==================== ne_fp_e_align_pipe_flat
--- config.mk ---
export PLATFORM = sky130hd
export DESIGN_NAME = ne_fp_e_align_pipe_flat
export DESIGN_NICKNAME = d
export VERILOG_FILES = /design/src/rtl/ne_fp_e_align_pkg.sv /design/src/rtl/ne_fp_e_align_pipe_if.sv /design/src/rtl/ne_fp_e_max_tree.sv /design/src/rtl/ne_fp_e_align_pipe.sv /design/src/flat_wrapper.sv
export SDC_FILE = /design/constraint.sdc
export NUM_CORES = 2
export LEC_CHECK = 0
export CORE_ASPECT_RATIO = 1.5
export CORE_MARGIN = 3
export CORE_UTILIZATION = 36
export CTS_BUF_LIST = sky130_fd_sc_hd__clkbuf_4
export DETAILED_ROUTE_END_ITERATION = 8
export PLACE_DENSITY = 0.66
export SETUP_SLACK_MARGIN = 0.4
export SYNTH_ARGS = -nofsm -noshare
export SYNTH_HDL_FRONTEND = slang
export SYNTH_HIERARCHICAL = 1
export SYNTH_SLANG_ARGS = --single-unit
--- constraint.sdc ---
create_clock -name clk -period 16.7 [get_ports clk]
set_clock_uncertainty 0.1 [all_clocks]
set_input_delay 5.01 -clock clk [delete_from_list [all_inputs] [get_ports clk]]
set_output_delay 5.01 -clock clk [all_outputs]
set_load 0.05 [all_outputs]
--- src/rtl/ne_fp_e_align_pkg.sv ---
// Shared mode encoding, exponent constants and mode decode for the
// dot-product exponent-align pipeline.
package ne_fp_e_align_pkg;

    localparam int MODE_BYP_BIT  = 0;
    localparam int MODE_FP8_BIT  = 1;
    localparam int MODE_TF32_BIT = 2;
    localparam int MODE_TEST_BIT = 3;

    localparam int BIAS_TF32    = -252;
    localparam int BIAS_FP8     = -28;
    localparam int TEST_EMAX    = 45;
    localparam int LIM_TF32_DEF = 26;
    localparam int LIM_FP8_DEF  = 25;

    typedef enum logic [1:0] {
        MODE_BYPASS = 2'd0,
        MODE_FP8    = 2'd1,
        MODE_TF32   = 2'd2,
        MODE_TEST   = 2'd3
    } mode_e;

    // Highest set bit wins; an all-zero op_mode falls through to bypass.
    function automatic mode_e decode_mode(input logic [3:0] op_mode);
        mode_e m;
        if (op_mode[MODE_TEST_BIT]) begin
            m = MODE_TEST;
        end else if (op_mode[MODE_TF32_BIT]) begin
            m = MODE_TF32;
        end else if (op_mode[MODE_FP8_BIT]) begin
            m = MODE_FP8;
        end else begin
            m = MODE_BYPASS;
        end
        return m;
    endfunction

endpackage

--- src/rtl/ne_fp_e_align_pipe_if.sv ---
// Beat-level handshake and data bundle between the exponent-align pipe and
// its producer/consumer.
interface ne_fp_e_align_pipe_if #(
    parameter int LANES = 16,
    parameter int EW    = 9,
    parameter int DW    = 6
) ();

    logic                  in_valid;
    logic                  in_ready;
    logic [3:0]            op_mode;
    logic [LANES*EW-1:0]   a_e;
    logic [LANES*EW-1:0]   b_e;
    logic                  out_valid;
    logic                  out_ready;
    logic [EW-1:0]         e_max;
    logic [LANES*DW-1:0]   a_e_sub;
    logic [LANES*DW-1:0]   b_e_sub;
    logic [LANES-1:0]      a_e_ovf;
    logic [LANES-1:0]      b_e_ovf;

    modport master (
        output in_valid, op_mode, a_e, b_e, out_ready,
        input  in_ready, out_valid, e_max, a_e_sub, b_e_sub, a_e_ovf, b_e_ovf
    );

    modport slave (
        input  in_valid, op_mode, a_e, b_e, out_ready,
        output in_ready, out_valid, e_max, a_e_sub, b_e_sub, a_e_ovf, b_e_ovf
    );

endinterface

--- src/rtl/ne_fp_e_max_tree.sv ---
// Combinational signed maximum of N packed W-bit values.
module ne_fp_e_max_tree #(
    parameter int N = 4,
    parameter int W = 9
) (
    input  logic [N*W-1:0] in_i,
    output logic [W-1:0]   max_o
);

    logic [W-1:0] best_s;

    // Linear scan; N is small at every instantiation site.
    always_comb begin
        best_s = in_i[W-1:0];
        for (int i = 1; i < N; i++) begin
            if ($signed(in_i[i*W +: W]) > $signed(best_s)) begin
                best_s = in_i[i*W +: W];
            end else begin
                best_s = best_s;
            end
        end
    end

    assign max_o = best_s;

endmodule

--- src/rtl/ne_fp_e_align_pipe.sv ---
// Three-stage back-pressured exponent-align pipe: group maxima, final e_max
// with per-lane differences, then saturated diffs and overflow flags.
module ne_fp_e_align_pipe
    import ne_fp_e_align_pkg::*;
#(
    parameter int LANES    = 16,
    parameter int EW       = 9,
    parameter int DW       = 6,
    parameter int LIM_TF32 = LIM_TF32_DEF,
    parameter int LIM_FP8  = LIM_FP8_DEF
) (
    input logic                 clk,
    input logic                 rst_n,
    ne_fp_e_align_pipe_if.slave bus
);

    localparam int G   = LANES / 4;
    localparam int DWE = EW + 1;
    localparam logic [EW-1:0] MIN_E = {1'b1, {(EW-1){1'b0}}};

    // Stage 1 state
    logic                s1_valid_q;
    mode_e               s1_mode_q;
    logic [EW-1:0]       s1_bias_q;
    logic [LANES*EW-1:0] s1_a_q;
    logic [LANES*EW-1:0] s1_b_q;
    logic [G*EW-1:0]     s1_ga_q;
    logic [G*EW-1:0]     s1_gb_q;
    // Stage 2 state
    logic                 s2_valid_q;
    mode_e                s2_mode_q;
    logic [EW-1:0]        s2_emax_q;
    logic [LANES*DWE-1:0] s2_a_diff_q;
    logic [LANES*DWE-1:0] s2_b_diff_q;
    // Output registers
    logic                out_valid_q;
    logic [EW-1:0]       e_max_q;
    logic [LANES*DW-1:0] a_sub_q;
    logic [LANES*DW-1:0] b_sub_q;
    logic [LANES-1:0]    a_ovf_q;
    logic [LANES-1:0]    b_ovf_q;

    logic adv_s;
    assign adv_s        = ~out_valid_q | bus.out_ready;
    assign bus.in_ready = adv_s;

    // ---------------- Stage 1 combinational ----------------
    mode_e               s1_mode_d;
    logic [EW-1:0]       s1_bias_d;
    logic [LANES*EW-1:0] grp_a_in_s;
    logic [LANES*EW-1:0] grp_b_in_s;
    logic [G*EW-1:0]     s1_ga_d;
    logic [G*EW-1:0]     s1_gb_d;

    assign s1_mode_d  = decode_mode(bus.op_mode);
    assign grp_a_in_s = (s1_mode_d == MODE_TEST) ? '0 : bus.a_e;
    assign grp_b_in_s = (s1_mode_d == MODE_TEST) ? '0 : bus.b_e;

    // Mode bias that the reduction must beat.
    always_comb begin
        case (s1_mode_d)
            MODE_TF32: s1_bias_d = EW'(BIAS_TF32);
            MODE_FP8:  s1_bias_d = EW'(BIAS_FP8);
            default:   s1_bias_d = MIN_E;
        endcase
    end

    for (genvar g = 0; g < G; g++) begin : g_grp
        ne_fp_e_max_tree #(.N(4), .W(EW)) u_max_a (
            .in_i  (grp_a_in_s[g*4*EW +: 4*EW]),
            .max_o (s1_ga_d[g*EW +: EW])
        );
        ne_fp_e_max_tree #(.N(4), .W(EW)) u_max_b (
            .in_i  (grp_b_in_s[g*4*EW +: 4*EW]),
            .max_o (s1_gb_d[g*EW +: EW])
        );
    end

    // ---------------- Stage 2 combinational ----------------
    logic [(2*G+1)*EW-1:0] red_in_s;
    logic [EW-1:0]         red_max_s;
    logic [EW-1:0]         s2_emax_d;
    logic [LANES*DWE-1:0]  s2_a_diff_d;
    logic [LANES*DWE-1:0]  s2_b_diff_d;

    // b groups only take part in FP8; elsewhere they are pinned to the floor.
    assign red_in_s = {s1_bias_q, ((s1_mode_q == MODE_FP8) ? s1_gb_q : {G{MIN_E}}), s1_ga_q};

    ne_fp_e_max_tree #(.N(2*G+1), .W(EW)) u_max_red (
        .in_i  (red_in_s),
        .max_o (red_max_s)
    );

    // Final e_max and sign-extended per-lane differences.
    always_comb begin
        s2_a_diff_d = '0;
        s2_b_diff_d = '0;
        case (s1_mode_q)
            MODE_TEST:           s2_emax_d = EW'(TEST_EMAX);
            MODE_TF32, MODE_FP8: s2_emax_d = red_max_s;
            default:             s2_emax_d = '0;
        endcase
        for (int i = 0; i < LANES; i++) begin
            s2_a_diff_d[i*DWE +: DWE] = {s2_emax_d[EW-1], s2_emax_d}
                                      - {s1_a_q[i*EW+EW-1], s1_a_q[i*EW +: EW]};
            s2_b_diff_d[i*DWE +: DWE] = {s2_emax_d[EW-1], s2_emax_d}
                                      - {s1_b_q[i*EW+EW-1], s1_b_q[i*EW +: EW]};
        end
    end

    // ---------------- Stage 3 combinational ----------------
    // Returns {ovf, sub}; a negative diff passes its low bits through unflagged.
    function automatic logic [DW:0] sat_lane(input logic [DWE-1:0] diff,
                                             input logic           mode_ok,
                                             input int             lim);
        logic ovf;
        logic big;
        ovf = mode_ok & ~diff[DWE-1] & (diff >= DWE'(lim));
        big = ~diff[DWE-1] & (|diff[DWE-2:DW]);
        return {ovf, ((ovf | big) ? {DW{1'b1}} : diff[DW-1:0])};
    endfunction

    logic a_ok_s;
    logic b_ok_s;
    logic a_on_s;
    logic b_on_s;
    int   lim_a_s;

    // Per-mode enables for flags and sub outputs.
    always_comb begin
        a_ok_s  = 1'b0;
        b_ok_s  = 1'b0;
        a_on_s  = 1'b0;
        b_on_s  = 1'b0;
        lim_a_s = LIM_FP8;
        case (s2_mode_q)
            MODE_TF32: begin
                a_ok_s  = 1'b1;
                a_on_s  = 1'b1;
                lim_a_s = LIM_TF32;
            end
            MODE_FP8: begin
                a_ok_s = 1'b1;
                b_ok_s = 1'b1;
                a_on_s = 1'b1;
                b_on_s = 1'b1;
            end
            MODE_TEST: begin
                a_on_s = 1'b1;
                b_on_s = 1'b1;
            end
            default: begin
                a_on_s = 1'b0;
            end
        endcase
    end

    logic [LANES*DW-1:0] a_sub_d;
    logic [LANES*DW-1:0] b_sub_d;
    logic [LANES-1:0]    a_ovf_d;
    logic [LANES-1:0]    b_ovf_d;

    // Saturation and gating of every lane.
    always_comb begin
        logic [DW:0] a_res;
        logic [DW:0] b_res;
        a_res   = '0;
        b_res   = '0;
        a_sub_d = '0;
        b_sub_d = '0;
        a_ovf_d = '0;
        b_ovf_d = '0;
        for (int i = 0; i < LANES; i++) begin
            a_res = sat_lane(s2_a_diff_q[i*DWE +: DWE], a_ok_s, lim_a_s);
            b_res = sat_lane(s2_b_diff_q[i*DWE +: DWE], b_ok_s, LIM_FP8);
            a_sub_d[i*DW +: DW] = a_on_s ? a_res[DW-1:0] : {DW{1'b0}};
            b_sub_d[i*DW +: DW] = b_on_s ? b_res[DW-1:0] : {DW{1'b0}};
            a_ovf_d[i]          = a_res[DW];
            b_ovf_d[i]          = b_res[DW];
        end
    end

    // All stages move together on adv; a stall freezes the whole pipe.
    always_ff @(posedge clk or negedge rst_n) begin
        if (!rst_n) begin
            s1_valid_q  <= 1'b0;
            s1_mode_q   <= MODE_BYPASS;
            s1_bias_q   <= '0;
            s1_a_q      <= '0;
            s1_b_q      <= '0;
            s1_ga_q     <= '0;
            s1_gb_q     <= '0;
            s2_valid_q  <= 1'b0;
            s2_mode_q   <= MODE_BYPASS;
            s2_emax_q   <= '0;
            s2_a_diff_q <= '0;
            s2_b_diff_q <= '0;
            out_valid_q <= 1'b0;
            e_max_q     <= '0;
            a_sub_q     <= '0;
            b_sub_q     <= '0;
            a_ovf_q     <= '0;
            b_ovf_q     <= '0;
        end else if (adv_s) begin
            s1_valid_q  <= bus.in_valid;
            s1_mode_q   <= s1_mode_d;
            s1_bias_q   <= s1_bias_d;
            s1_a_q      <= bus.a_e;
            s1_b_q      <= bus.b_e;
            s1_ga_q     <= s1_ga_d;
            s1_gb_q     <= s1_gb_d;
            s2_valid_q  <= s1_valid_q;
            s2_mode_q   <= s1_mode_q;
            s2_emax_q   <= s2_emax_d;
            s2_a_diff_q <= s2_a_diff_d;
            s2_b_diff_q <= s2_b_diff_d;
            out_valid_q <= s2_valid_q;
            e_max_q     <= s2_emax_q;
            a_sub_q     <= a_sub_d;
            b_sub_q     <= b_sub_d;
            a_ovf_q     <= a_ovf_d;
            b_ovf_q     <= b_ovf_d;
        end else begin
            out_valid_q <= out_valid_q;
        end
    end

    assign bus.out_valid = out_valid_q;
    assign bus.e_max     = e_max_q;
    assign bus.a_e_sub   = a_sub_q;
    assign bus.b_e_sub   = b_sub_q;
    assign bus.a_e_ovf   = a_ovf_q;
    assign bus.b_e_ovf   = b_ovf_q;

endmodule

--- src/flat_wrapper.sv ---
// flat-port wrapper written by rule: the top's interface ports become plain ports
module ne_fp_e_align_pipe_flat import ne_fp_e_align_pkg::*;
#(
    parameter int LANES    = 16,
    parameter int EW       = 9,
    parameter int DW       = 6,
    parameter int LIM_TF32 = LIM_TF32_DEF,
    parameter int LIM_FP8  = LIM_FP8_DEF
)
  (clk, rst_n, bus_in_valid, bus_op_mode, bus_a_e, bus_b_e, bus_out_ready, bus_in_ready, bus_out_valid, bus_e_max, bus_a_e_sub, bus_b_e_sub, bus_a_e_ovf, bus_b_e_ovf);
  ne_fp_e_align_pipe_if #(.LANES(LANES), .EW(EW), .DW(DW)) bus_i ();
  input logic clk;
  input logic rst_n;
  input wire logic [$bits(bus_i.in_valid)-1:0] bus_in_valid;
  input wire logic [$bits(bus_i.op_mode)-1:0] bus_op_mode;
  input wire logic [$bits(bus_i.a_e)-1:0] bus_a_e;
  input wire logic [$bits(bus_i.b_e)-1:0] bus_b_e;
  input wire logic [$bits(bus_i.out_ready)-1:0] bus_out_ready;
  output wire logic [$bits(bus_i.in_ready)-1:0] bus_in_ready;
  output wire logic [$bits(bus_i.out_valid)-1:0] bus_out_valid;
  output wire logic [$bits(bus_i.e_max)-1:0] bus_e_max;
  output wire logic [$bits(bus_i.a_e_sub)-1:0] bus_a_e_sub;
  output wire logic [$bits(bus_i.b_e_sub)-1:0] bus_b_e_sub;
  output wire logic [$bits(bus_i.a_e_ovf)-1:0] bus_a_e_ovf;
  output wire logic [$bits(bus_i.b_e_ovf)-1:0] bus_b_e_ovf;
  assign bus_i.in_valid = bus_in_valid;
  assign bus_i.op_mode = bus_op_mode;
  assign bus_i.a_e = bus_a_e;
  assign bus_i.b_e = bus_b_e;
  assign bus_i.out_ready = bus_out_ready;
  assign bus_in_ready = bus_i.in_ready;
  assign bus_out_valid = bus_i.out_valid;
  assign bus_e_max = bus_i.e_max;
  assign bus_a_e_sub = bus_i.a_e_sub;
  assign bus_b_e_sub = bus_i.b_e_sub;
  assign bus_a_e_ovf = bus_i.a_e_ovf;
  assign bus_b_e_ovf = bus_i.b_e_ovf;
  ne_fp_e_align_pipe #(.LANES(LANES), .EW(EW), .DW(DW), .LIM_TF32(LIM_TF32), .LIM_FP8(LIM_FP8)) u_core (.clk(clk), .rst_n(rst_n), .bus(bus_i));
endmodule
==> metrics.cfg <==
[synthesis]
synth-xor-area-share = 0.0134
ys_types = 94
ys_cells = 6992
muxShareOfSynthArea = 0.0258
synth_area_per_cell_um2 = 9.10
ys_area_um2 = 63600
yosysTopAreaCell = dfrtp_1

[flow_run]
maxCapViolations = 0

[worst_setup_path]
cp.required_ps = 17610
worstReg2RegStart = u_core/s1_ga_q[3]
worstSetupStartpointType = flip-flop
crit_path_end_kind = flip-flop
worst_r2r_endpoint = u_core/s2_a_diff_q[5]

[placement]
dpl-instance-area_um2 = 72400
hpwl_um = 157000

[floorplanning]
die_w_um = 349
io_pins = 531
die_area_um2 = 182000
die_h_um = 521

[drt]
routed_wl_um = 212000
wl_per_cell_um = 20.9
wl_met3_um = 12000
dr.pass1.iters = 7
ant_nets = 0

[timing]
finalHoldViolCount = 0
period_used_share = 0.940
holdWs_ps = 304
worst_pin_slew_ps = 1150

[cells_and_area]
largestRegisters = u_core/s2_a_diff_q (160), u_core/s2_b_diff_q (160)
fillers = 16966
ff_latch_area_um2 = 23300
comb_share = 0.489

[clock_network]
cts_root_buf = clkbuf_4
clock-sinks = 932
numCtsBuffers = 246

[grt]
antenna_found_initial = 37

[status]
status = complete, no violations

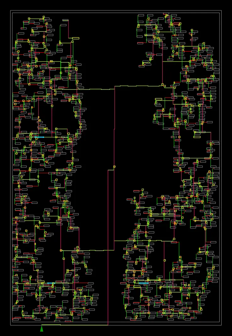
**Above:** ne_fp_e_align_pipe_flat (clock routing).
flip-flops: 932

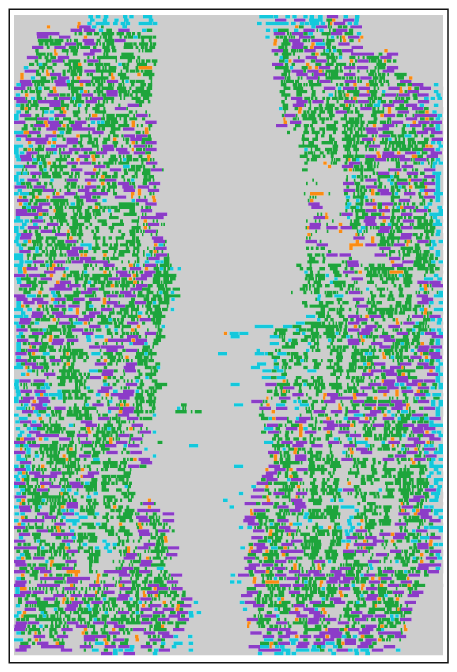
**Above:** ne_fp_e_align_pipe_flat (placement by cell class).
Fill, decap, tap and diode cells in grey.
combinational and other logic -> green  # cells 5746, share of their area 54%
clock drivers and dummy loads -> orange  # cells 435, share of their area 4.2%
remaining buffers and delay cells -> cyan  # cells 774, share of their area 10%
sequential cells -> purple  # cells 932, share of their area 32%
area of the core: 175000 µm²
sequential share of cell area: 0.306
Final Cell Area: 76200 µm²
FP Rows: 188


==================== time_entry_clock
### src/rtl/time_pkg.sv
// rtl/time_pkg.sv - mode encodings, field limits and digit width for the time-entry clock
package time_pkg;

    typedef enum logic [2:0] {
        MODE_RUN = 3'd0,
        MODE_SEC = 3'd1,
        MODE_MIN = 3'd2,
        MODE_HR  = 3'd3
    } mode_e;

    localparam logic [5:0] SEC_MAX = 6'd59;
    localparam logic [5:0] MIN_MAX = 6'd59;
    localparam logic [4:0] HR_MAX  = 5'd23;

    localparam int BCD_W = 4;

endpackage

### src/rtl/bin2bcd_2dig.sv
// rtl/bin2bcd_2dig.sv - combinational 0..59 binary to two BCD digits
module bin2bcd_2dig
    import time_pkg::*;
(
    input  logic [5:0]       bin,
    output logic [BCD_W-1:0] tens,
    output logic [BCD_W-1:0] ones
);

    // Inputs never exceed 59, so both quotient and remainder fit in one digit.
    assign tens = BCD_W'(bin / 6'd10);
    assign ones = BCD_W'(bin % 6'd10);

endmodule

### src/rtl/time_entry_clock.sv
// rtl/time_entry_clock.sv - registered h:m:s clock with field entry, 12/24h display and BCD digits
module time_entry_clock
    import time_pkg::*;
#(
    parameter int TICK_DIV = 100000000,
    parameter int H24      = 1,
    parameter int VAL_W    = 6
) (
    input  logic             clk,
    input  logic             reset,
    input  logic [2:0]       mode,
    input  logic             switch,
    input  logic [VAL_W-1:0] val,
    output logic [BCD_W-1:0] outhrstens,
    output logic [BCD_W-1:0] outhrsones,
    output logic [BCD_W-1:0] outmintens,
    output logic [BCD_W-1:0] outminones,
    output logic [BCD_W-1:0] outsectens,
    output logic [BCD_W-1:0] outsecones,
    output logic             pm,
    output logic             sec_tick,
    output logic             day_wrap,
    output logic             err
);

    localparam int DIV_W = $clog2(TICK_DIV);
    localparam logic [DIV_W-1:0] DIV_LAST = DIV_W'(TICK_DIV - 1);

    logic [4:0]       hr;
    logic [5:0]       min;
    logic [5:0]       sec;
    logic [DIV_W-1:0] div;
    logic [31:0]      val_ext;
    logic [5:0]       hr_disp;

    // Widen the entry so limit checks work for any bus width, including 5 bits.
    assign val_ext = 32'(val);

    // Time, divider and registered pulse outputs; entry modes take priority over counting.
    always_ff @(posedge clk) begin
        if (reset) begin
            hr       <= '0;
            min      <= '0;
            sec      <= '0;
            div      <= '0;
            sec_tick <= 1'b0;
            day_wrap <= 1'b0;
            err      <= 1'b0;
        end else begin
            sec_tick <= 1'b0;
            day_wrap <= 1'b0;
            err      <= 1'b0;
            if (switch) begin
                case (mode)
                    MODE_RUN: begin
                        if (div == DIV_LAST) begin
                            div      <= '0;
                            sec_tick <= 1'b1;
                            if (sec == SEC_MAX) begin
                                sec <= '0;
                                if (min == MIN_MAX) begin
                                    min <= '0;
                                    if (hr == HR_MAX) begin
                                        hr       <= '0;
                                        day_wrap <= 1'b1;
                                    end else begin
                                        hr <= hr + 5'd1;
                                    end
                                end else begin
                                    min <= min + 6'd1;
                                end
                            end else begin
                                sec <= sec + 6'd1;
                            end
                        end else begin
                            div <= div + DIV_W'(1);
                        end
                    end
                    MODE_SEC: begin
                        // Clearing the divider gives a full second before the next tick.
                        if (val_ext <= 32'(SEC_MAX)) begin
                            sec <= val_ext[5:0];
                            div <= '0;
                        end else begin
                            err <= 1'b1;
                        end
                    end
                    MODE_MIN: begin
                        if (val_ext <= 32'(MIN_MAX)) begin
                            min <= val_ext[5:0];
                        end else begin
                            err <= 1'b1;
                        end
                    end
                    MODE_HR: begin
                        if (val_ext <= 32'(HR_MAX)) begin
                            hr <= val_ext[4:0];
                        end else begin
                            err <= 1'b1;
                        end
                    end
                    default: begin
                    end
                endcase
            end
        end
    end

    // Displayed hour: identity in 24h mode, 12,1..11 mapping in 12h mode.
    always_comb begin
        hr_disp = {1'b0, hr};
        if (H24 == 0) begin
            if (hr == 5'd0) begin
                hr_disp = 6'd12;
            end else if (hr > 5'd12) begin
                hr_disp = {1'b0, hr - 5'd12};
            end
        end
    end

    assign pm = (H24 == 0) && (hr >= 5'd12);

    bin2bcd_2dig u_hr_bcd (
        .bin  (hr_disp),
        .tens (outhrstens),
        .ones (outhrsones)
    );

    bin2bcd_2dig u_min_bcd (
        .bin  (min),
        .tens (outmintens),
        .ones (outminones)
    );

    bin2bcd_2dig u_sec_bcd (
        .bin  (sec),
        .tens (outsectens),
        .ones (outsecones)
    );

endmodule

### config.mk
export PLATFORM = sky130hd
export DESIGN_NAME = time_entry_clock
export DESIGN_NICKNAME = d
export VERILOG_FILES = /design/src/rtl/time_pkg.sv /design/src/rtl/bin2bcd_2dig.sv /design/src/rtl/time_entry_clock.sv
export SDC_FILE = /design/constraint.sdc
export NUM_CORES = 1
export LEC_CHECK = 0
export CORE_ASPECT_RATIO = 0.6
export CORE_MARGIN = 10
export CORE_UTILIZATION = 45
export CTS_CLUSTER_SIZE = 16
export DETAILED_ROUTE_END_ITERATION = 6
export MAX_ROUTING_LAYER = met4
export PLACE_DENSITY_LB_ADDON = 0.2
export SLEW_MARGIN = 20
export SYNTH_ARGS = -nofsm -noshare
export SYNTH_HDL_FRONTEND = slang
export SYNTH_HIERARCHICAL = 1
export SYNTH_SLANG_ARGS = --single-unit
export TNS_END_PERCENT = 100
### constraint.sdc
create_clock -name clk -period 2.51 [get_ports clk]
set_clock_uncertainty 0.05 [all_clocks]
set_input_delay 0.502 -clock clk [delete_from_list [all_inputs] [get_ports clk]]
set_output_delay 0.502 -clock clk [all_outputs]
set_load 0.05 [all_outputs]
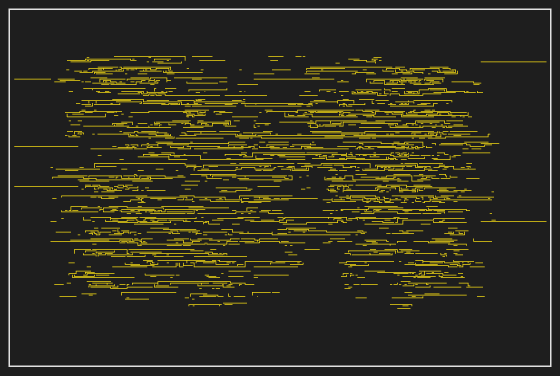
**Above:** time_entry_clock (the metal 1 layer).
wire length on this layer = 5040 µm
main direction = horizontal
nets with wire on the layer = 539
longest straight run = 27.1 µm

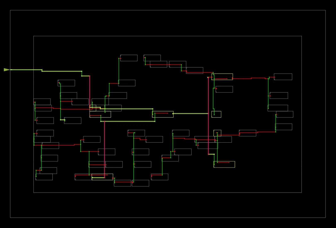
**Above:** time_entry_clock (clock routing).
clk sinks: 47
clk latency late pin: 300 ps
P_clk: 0.701 mW
flip-flops: 47
CTS Buf Count: 5

==> metrics.cfg <==
[status]
status = finished with violations
violations = setup timing

[cells_and_area]
seq_share = 0.197
comb_share = 0.544

[floorplanning]
tapCellCount = 108
die_w_um = 137
die_area_um2 = 12300
rows = 25

[timing]
setup_viol = 6
worst_pin_slew_ps = 563
max_slew_margin = 0.620
layout_setup_ws_ps = -123
final.min_clock_period_ps = 2630
period_used_share = 1.05

[worst_setup_path]
crit_start = min[3]
critPathSlowestCell = dfxtp_4
worstSetupStartpointType = flip-flop

[synthesis]
synth_area_per_cell_um2 = 7.56
ys_seq_share = 0.255
yosysTopAreaCell = dfxtp_1
fa_ha_area_frac = 0.0237
edf_count = 0
ys_types = 65

[power]
power_per_cell_area_nw_per_um2 = 366
seqPwrFrac = 0.427
pwr-share-clk = 0.395
total_power_mw = 1.77

[grt]
grt_busiest_layer = met2
antenna_found_initial = 0

[drt]
ant_nets = 0
met2WireLength_um = 4690
drtIter0Drc = 413

[placement]
preCtsSetupSlack_ps = -233


==================== shift_deserializer
**shift_deserializer: signal wires on met3**

Scale bar: 20 µm.
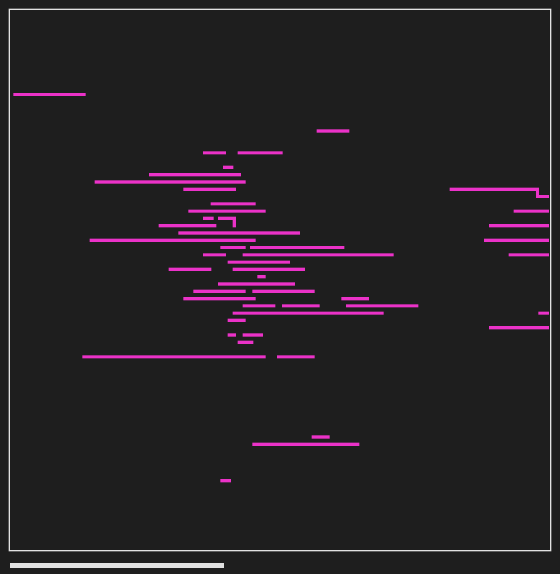
**shift_deserializer: the metal 1 layer**

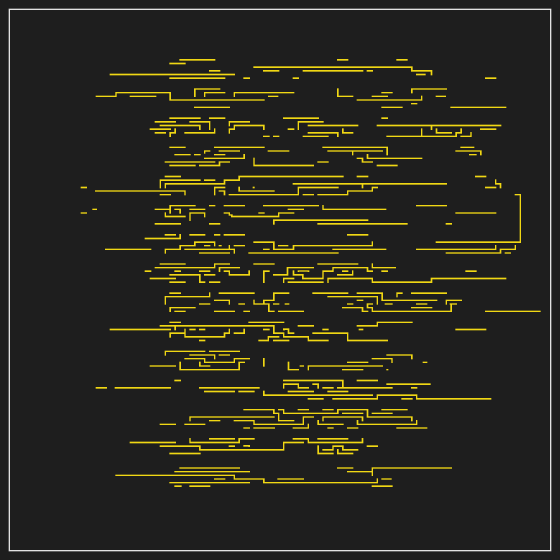
**shift_deserializer: placement by cell class**

Fill, decap, tap and diode cells in grey.
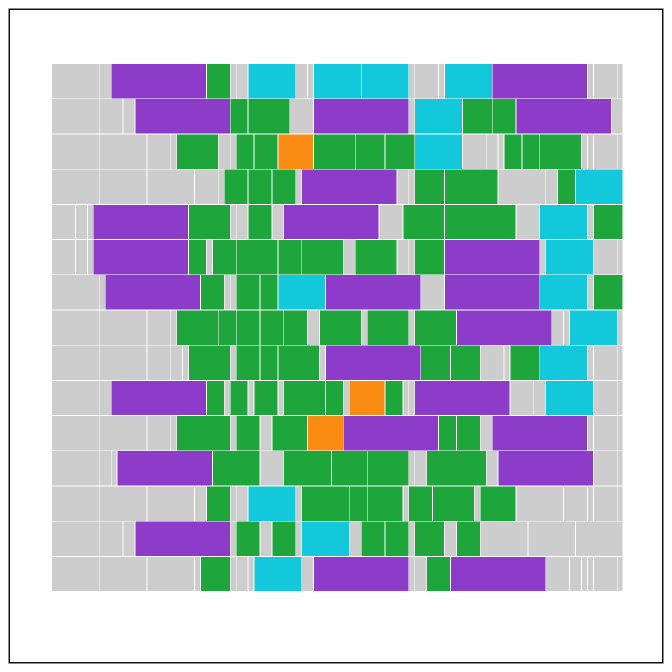
File: config.mk
export PLATFORM = sky130hd
export DESIGN_NAME = shift_deserializer
export DESIGN_NICKNAME = d
export VERILOG_FILES = /design/src/rtl/shift_deserializer.sv
export SDC_FILE = /design/constraint.sdc
export NUM_CORES = 1
export LEC_CHECK = 0
export CORE_MARGIN = 3
export CORE_UTILIZATION = 55
export DETAILED_ROUTE_END_ITERATION = 12
export PLACE_DENSITY = 0.93
export SKIP_CTS_REPAIR_TIMING = 1
export SLEW_MARGIN = 5
export SYNTH_ARGS = -nofsm -noshare
export SYNTH_HDL_FRONTEND = slang
export SYNTH_SLANG_ARGS = --single-unit
File: constraint.sdc
create_clock -name clk -period 2.5 [get_ports clk]
set_input_delay 0.25 -clock clk [delete_from_list [all_inputs] [get_ports clk]]
set_output_delay 0.25 -clock clk [all_outputs]
set_load 0.05 [all_outputs]
File: src/rtl/shift_deserializer.sv
// Serial-in/parallel-out receiver with a valid/ready word output and a sticky overrun flag.
// Optional even-parity trailer bit: define SHIFT_DESERIALIZER_PARITY_CHECK_EN.
module shift_deserializer #(
    parameter int N = 8
) (
    input  logic         clk,
    input  logic         rst,
    input  logic         sdi,
    input  logic         sdi_valid,
    input  logic         frame_start,
    input  logic         dir,
    output logic [N-1:0] Out,
    output logic         out_valid,
    input  logic         out_ready,
    output logic         busy,
`ifdef SHIFT_DESERIALIZER_PARITY_CHECK_EN
    output logic         parity_err,
`endif
    output logic         overrun
);
    localparam int CW = $clog2(N + 1);

`ifdef SHIFT_DESERIALIZER_PARITY_CHECK_EN
    typedef enum logic [1:0] {IDLE, SHIFT, PARITY} state_t;
    logic perr_q, perr_d;
`else
    typedef enum logic [1:0] {IDLE, SHIFT} state_t;
`endif

    state_t        state_q;
    logic [N-1:0]  shreg_q, shreg_d;
    logic [N-1:0]  out_q, word_d;
    logic [CW-1:0] cnt_q;
    logic          dir_q, out_valid_q, overrun_q;
    logic          start, use_lsb, last_bit, done;

    always_comb begin
        start    = sdi_valid && frame_start;
        use_lsb  = start ? dir : dir_q;
        shreg_d  = use_lsb ? {sdi, shreg_q[N-1:1]} : {shreg_q[N-2:0], sdi};
        last_bit = (state_q == SHIFT) && sdi_valid && !frame_start && (cnt_q == CW'(N - 1));
`ifdef SHIFT_DESERIALIZER_PARITY_CHECK_EN
        // The data word is already complete in shreg; the current bit is the parity trailer.
        done     = (state_q == PARITY) && sdi_valid && !frame_start;
        word_d   = shreg_q;
        perr_d   = (^shreg_q) ^ sdi;
`else
        done     = last_bit;
        word_d   = shreg_d;
`endif
    end

    always_ff @(posedge clk) begin
        if (rst) begin
            state_q     <= IDLE;
            shreg_q     <= '0;
            cnt_q       <= '0;
            dir_q       <= 1'b0;
            out_q       <= '0;
            out_valid_q <= 1'b0;
            overrun_q   <= 1'b0;
`ifdef SHIFT_DESERIALIZER_PARITY_CHECK_EN
            perr_q      <= 1'b0;
`endif
        end else begin
            // frame_start wins in every state: a resync silently drops any partial word.
            if (start) begin
                shreg_q <= shreg_d;
                dir_q   <= dir;
                cnt_q   <= CW'(1);
                state_q <= SHIFT;
            end else begin
                case (state_q)
                    SHIFT: if (sdi_valid) begin
                        shreg_q <= shreg_d;
                        cnt_q   <= cnt_q + CW'(1);
`ifdef SHIFT_DESERIALIZER_PARITY_CHECK_EN
                        if (last_bit) state_q <= PARITY;
`else
                        if (last_bit) state_q <= IDLE;
`endif
                    end
`ifdef SHIFT_DESERIALIZER_PARITY_CHECK_EN
                    PARITY: if (sdi_valid) state_q <= IDLE;
`endif
                    default: state_q <= IDLE;
                endcase
            end

            if (done) begin
                if (!out_valid_q || out_ready) begin
                    out_q       <= word_d;
                    out_valid_q <= 1'b1;
`ifdef SHIFT_DESERIALIZER_PARITY_CHECK_EN
                    perr_q      <= perr_d;
`endif
                end else begin
                    overrun_q <= 1'b1;
                end
            end else if (out_valid_q && out_ready) begin
                out_valid_q <= 1'b0;
            end
        end
    end

    assign Out        = out_q;
    assign out_valid  = out_valid_q;
    assign overrun    = overrun_q;
    assign busy       = (state_q != IDLE);
`ifdef SHIFT_DESERIALIZER_PARITY_CHECK_EN
    assign parity_err = perr_q;
`endif
endmodule
==> metrics.cfg <==
[grt]
grt_util_met1 = 0.265
grt_pass1_wl_um = 3930
antenna_found_initial = 0

[status]
status = complete, no violations

[timing]
holdWs_ps = 495
layout_setup_ws_ps = 649
worst_pin_slew_ps = 831

[drt]
routed_wl_um = 2420
dr.pass1.iters = 6
ant_nets = 0

[cells_and_area]
largest_class = logic gates
n_clock_buffer = 3

[power]
power_per_cell_area_nw_per_um2 = 524

[placement]
placed_cells = 148

[worst_setup_path]
worstPathMaxFanout = 7

[clock_network]
clock-sinks = 24

[synthesis]
synth-seq-cells = 24
syn_inst = 118

Notes on 'signal wires on met3' of shift_deserializer above:
longest straight run = 16.8 µm
share of all routed wire = 10%
main direction = horizontal
nets with wire on the layer = 38

Notes on 'the metal 1 layer' of shift_deserializer above:
nets with wire on the layer = 126
longest straight run = 14.7 µm
share of all routed wire = 40%
main direction = horizontal
wire length on this layer = 969 µm

Notes on 'placement by cell class' of shift_deserializer above:
sequential cells -> purple  # cells 24, share of their area 40%
remaining buffers and delay cells -> cyan  # cells 17, share of their area 14%
combinational and other logic -> green  # cells 82, share of their area 44%
clock drivers -> orange  # cells 3, share of their area 1.9%



## Gallery

Wiring heat map.
picture 1
Scale bar: 50 µm. The die is cut into 27 by 18 equal tiles; dark blue is low, red is high, scaled to the fullest tile. Values are wire area over tile area, all layers added.
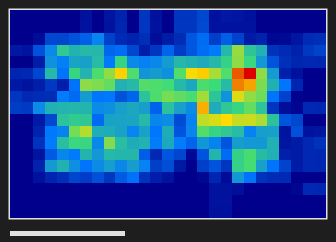
picture 2
Scale bar: 20 µm. The die is cut into 10 by 10 equal tiles; dark blue is low, red is high, scaled to the fullest tile. Values are wire area over tile area, all layers added.
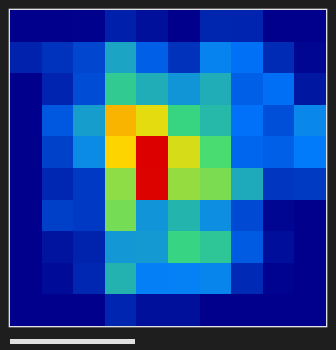
picture 3
Scale bar: 100 µm. The die is cut into 17 by 26 equal tiles; dark blue is low, red is high, scaled to the fullest tile. Values are wire area over tile area, all layers added.
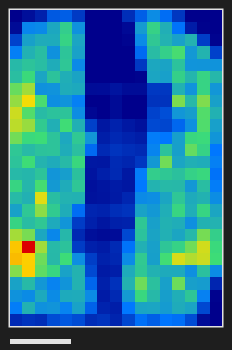
picture 2: shift_deserializer
picture 1: time_entry_clock
picture 3: ne_fp_e_align_pipe_flat

Key to picture 2:
tiles over half the peak = 11%
mean over tiles = 0.17
nearly empty tiles = 26%
densest ninth of the die = centre
fullest tile = 0.79

Power and IR drop assume default switching activity.
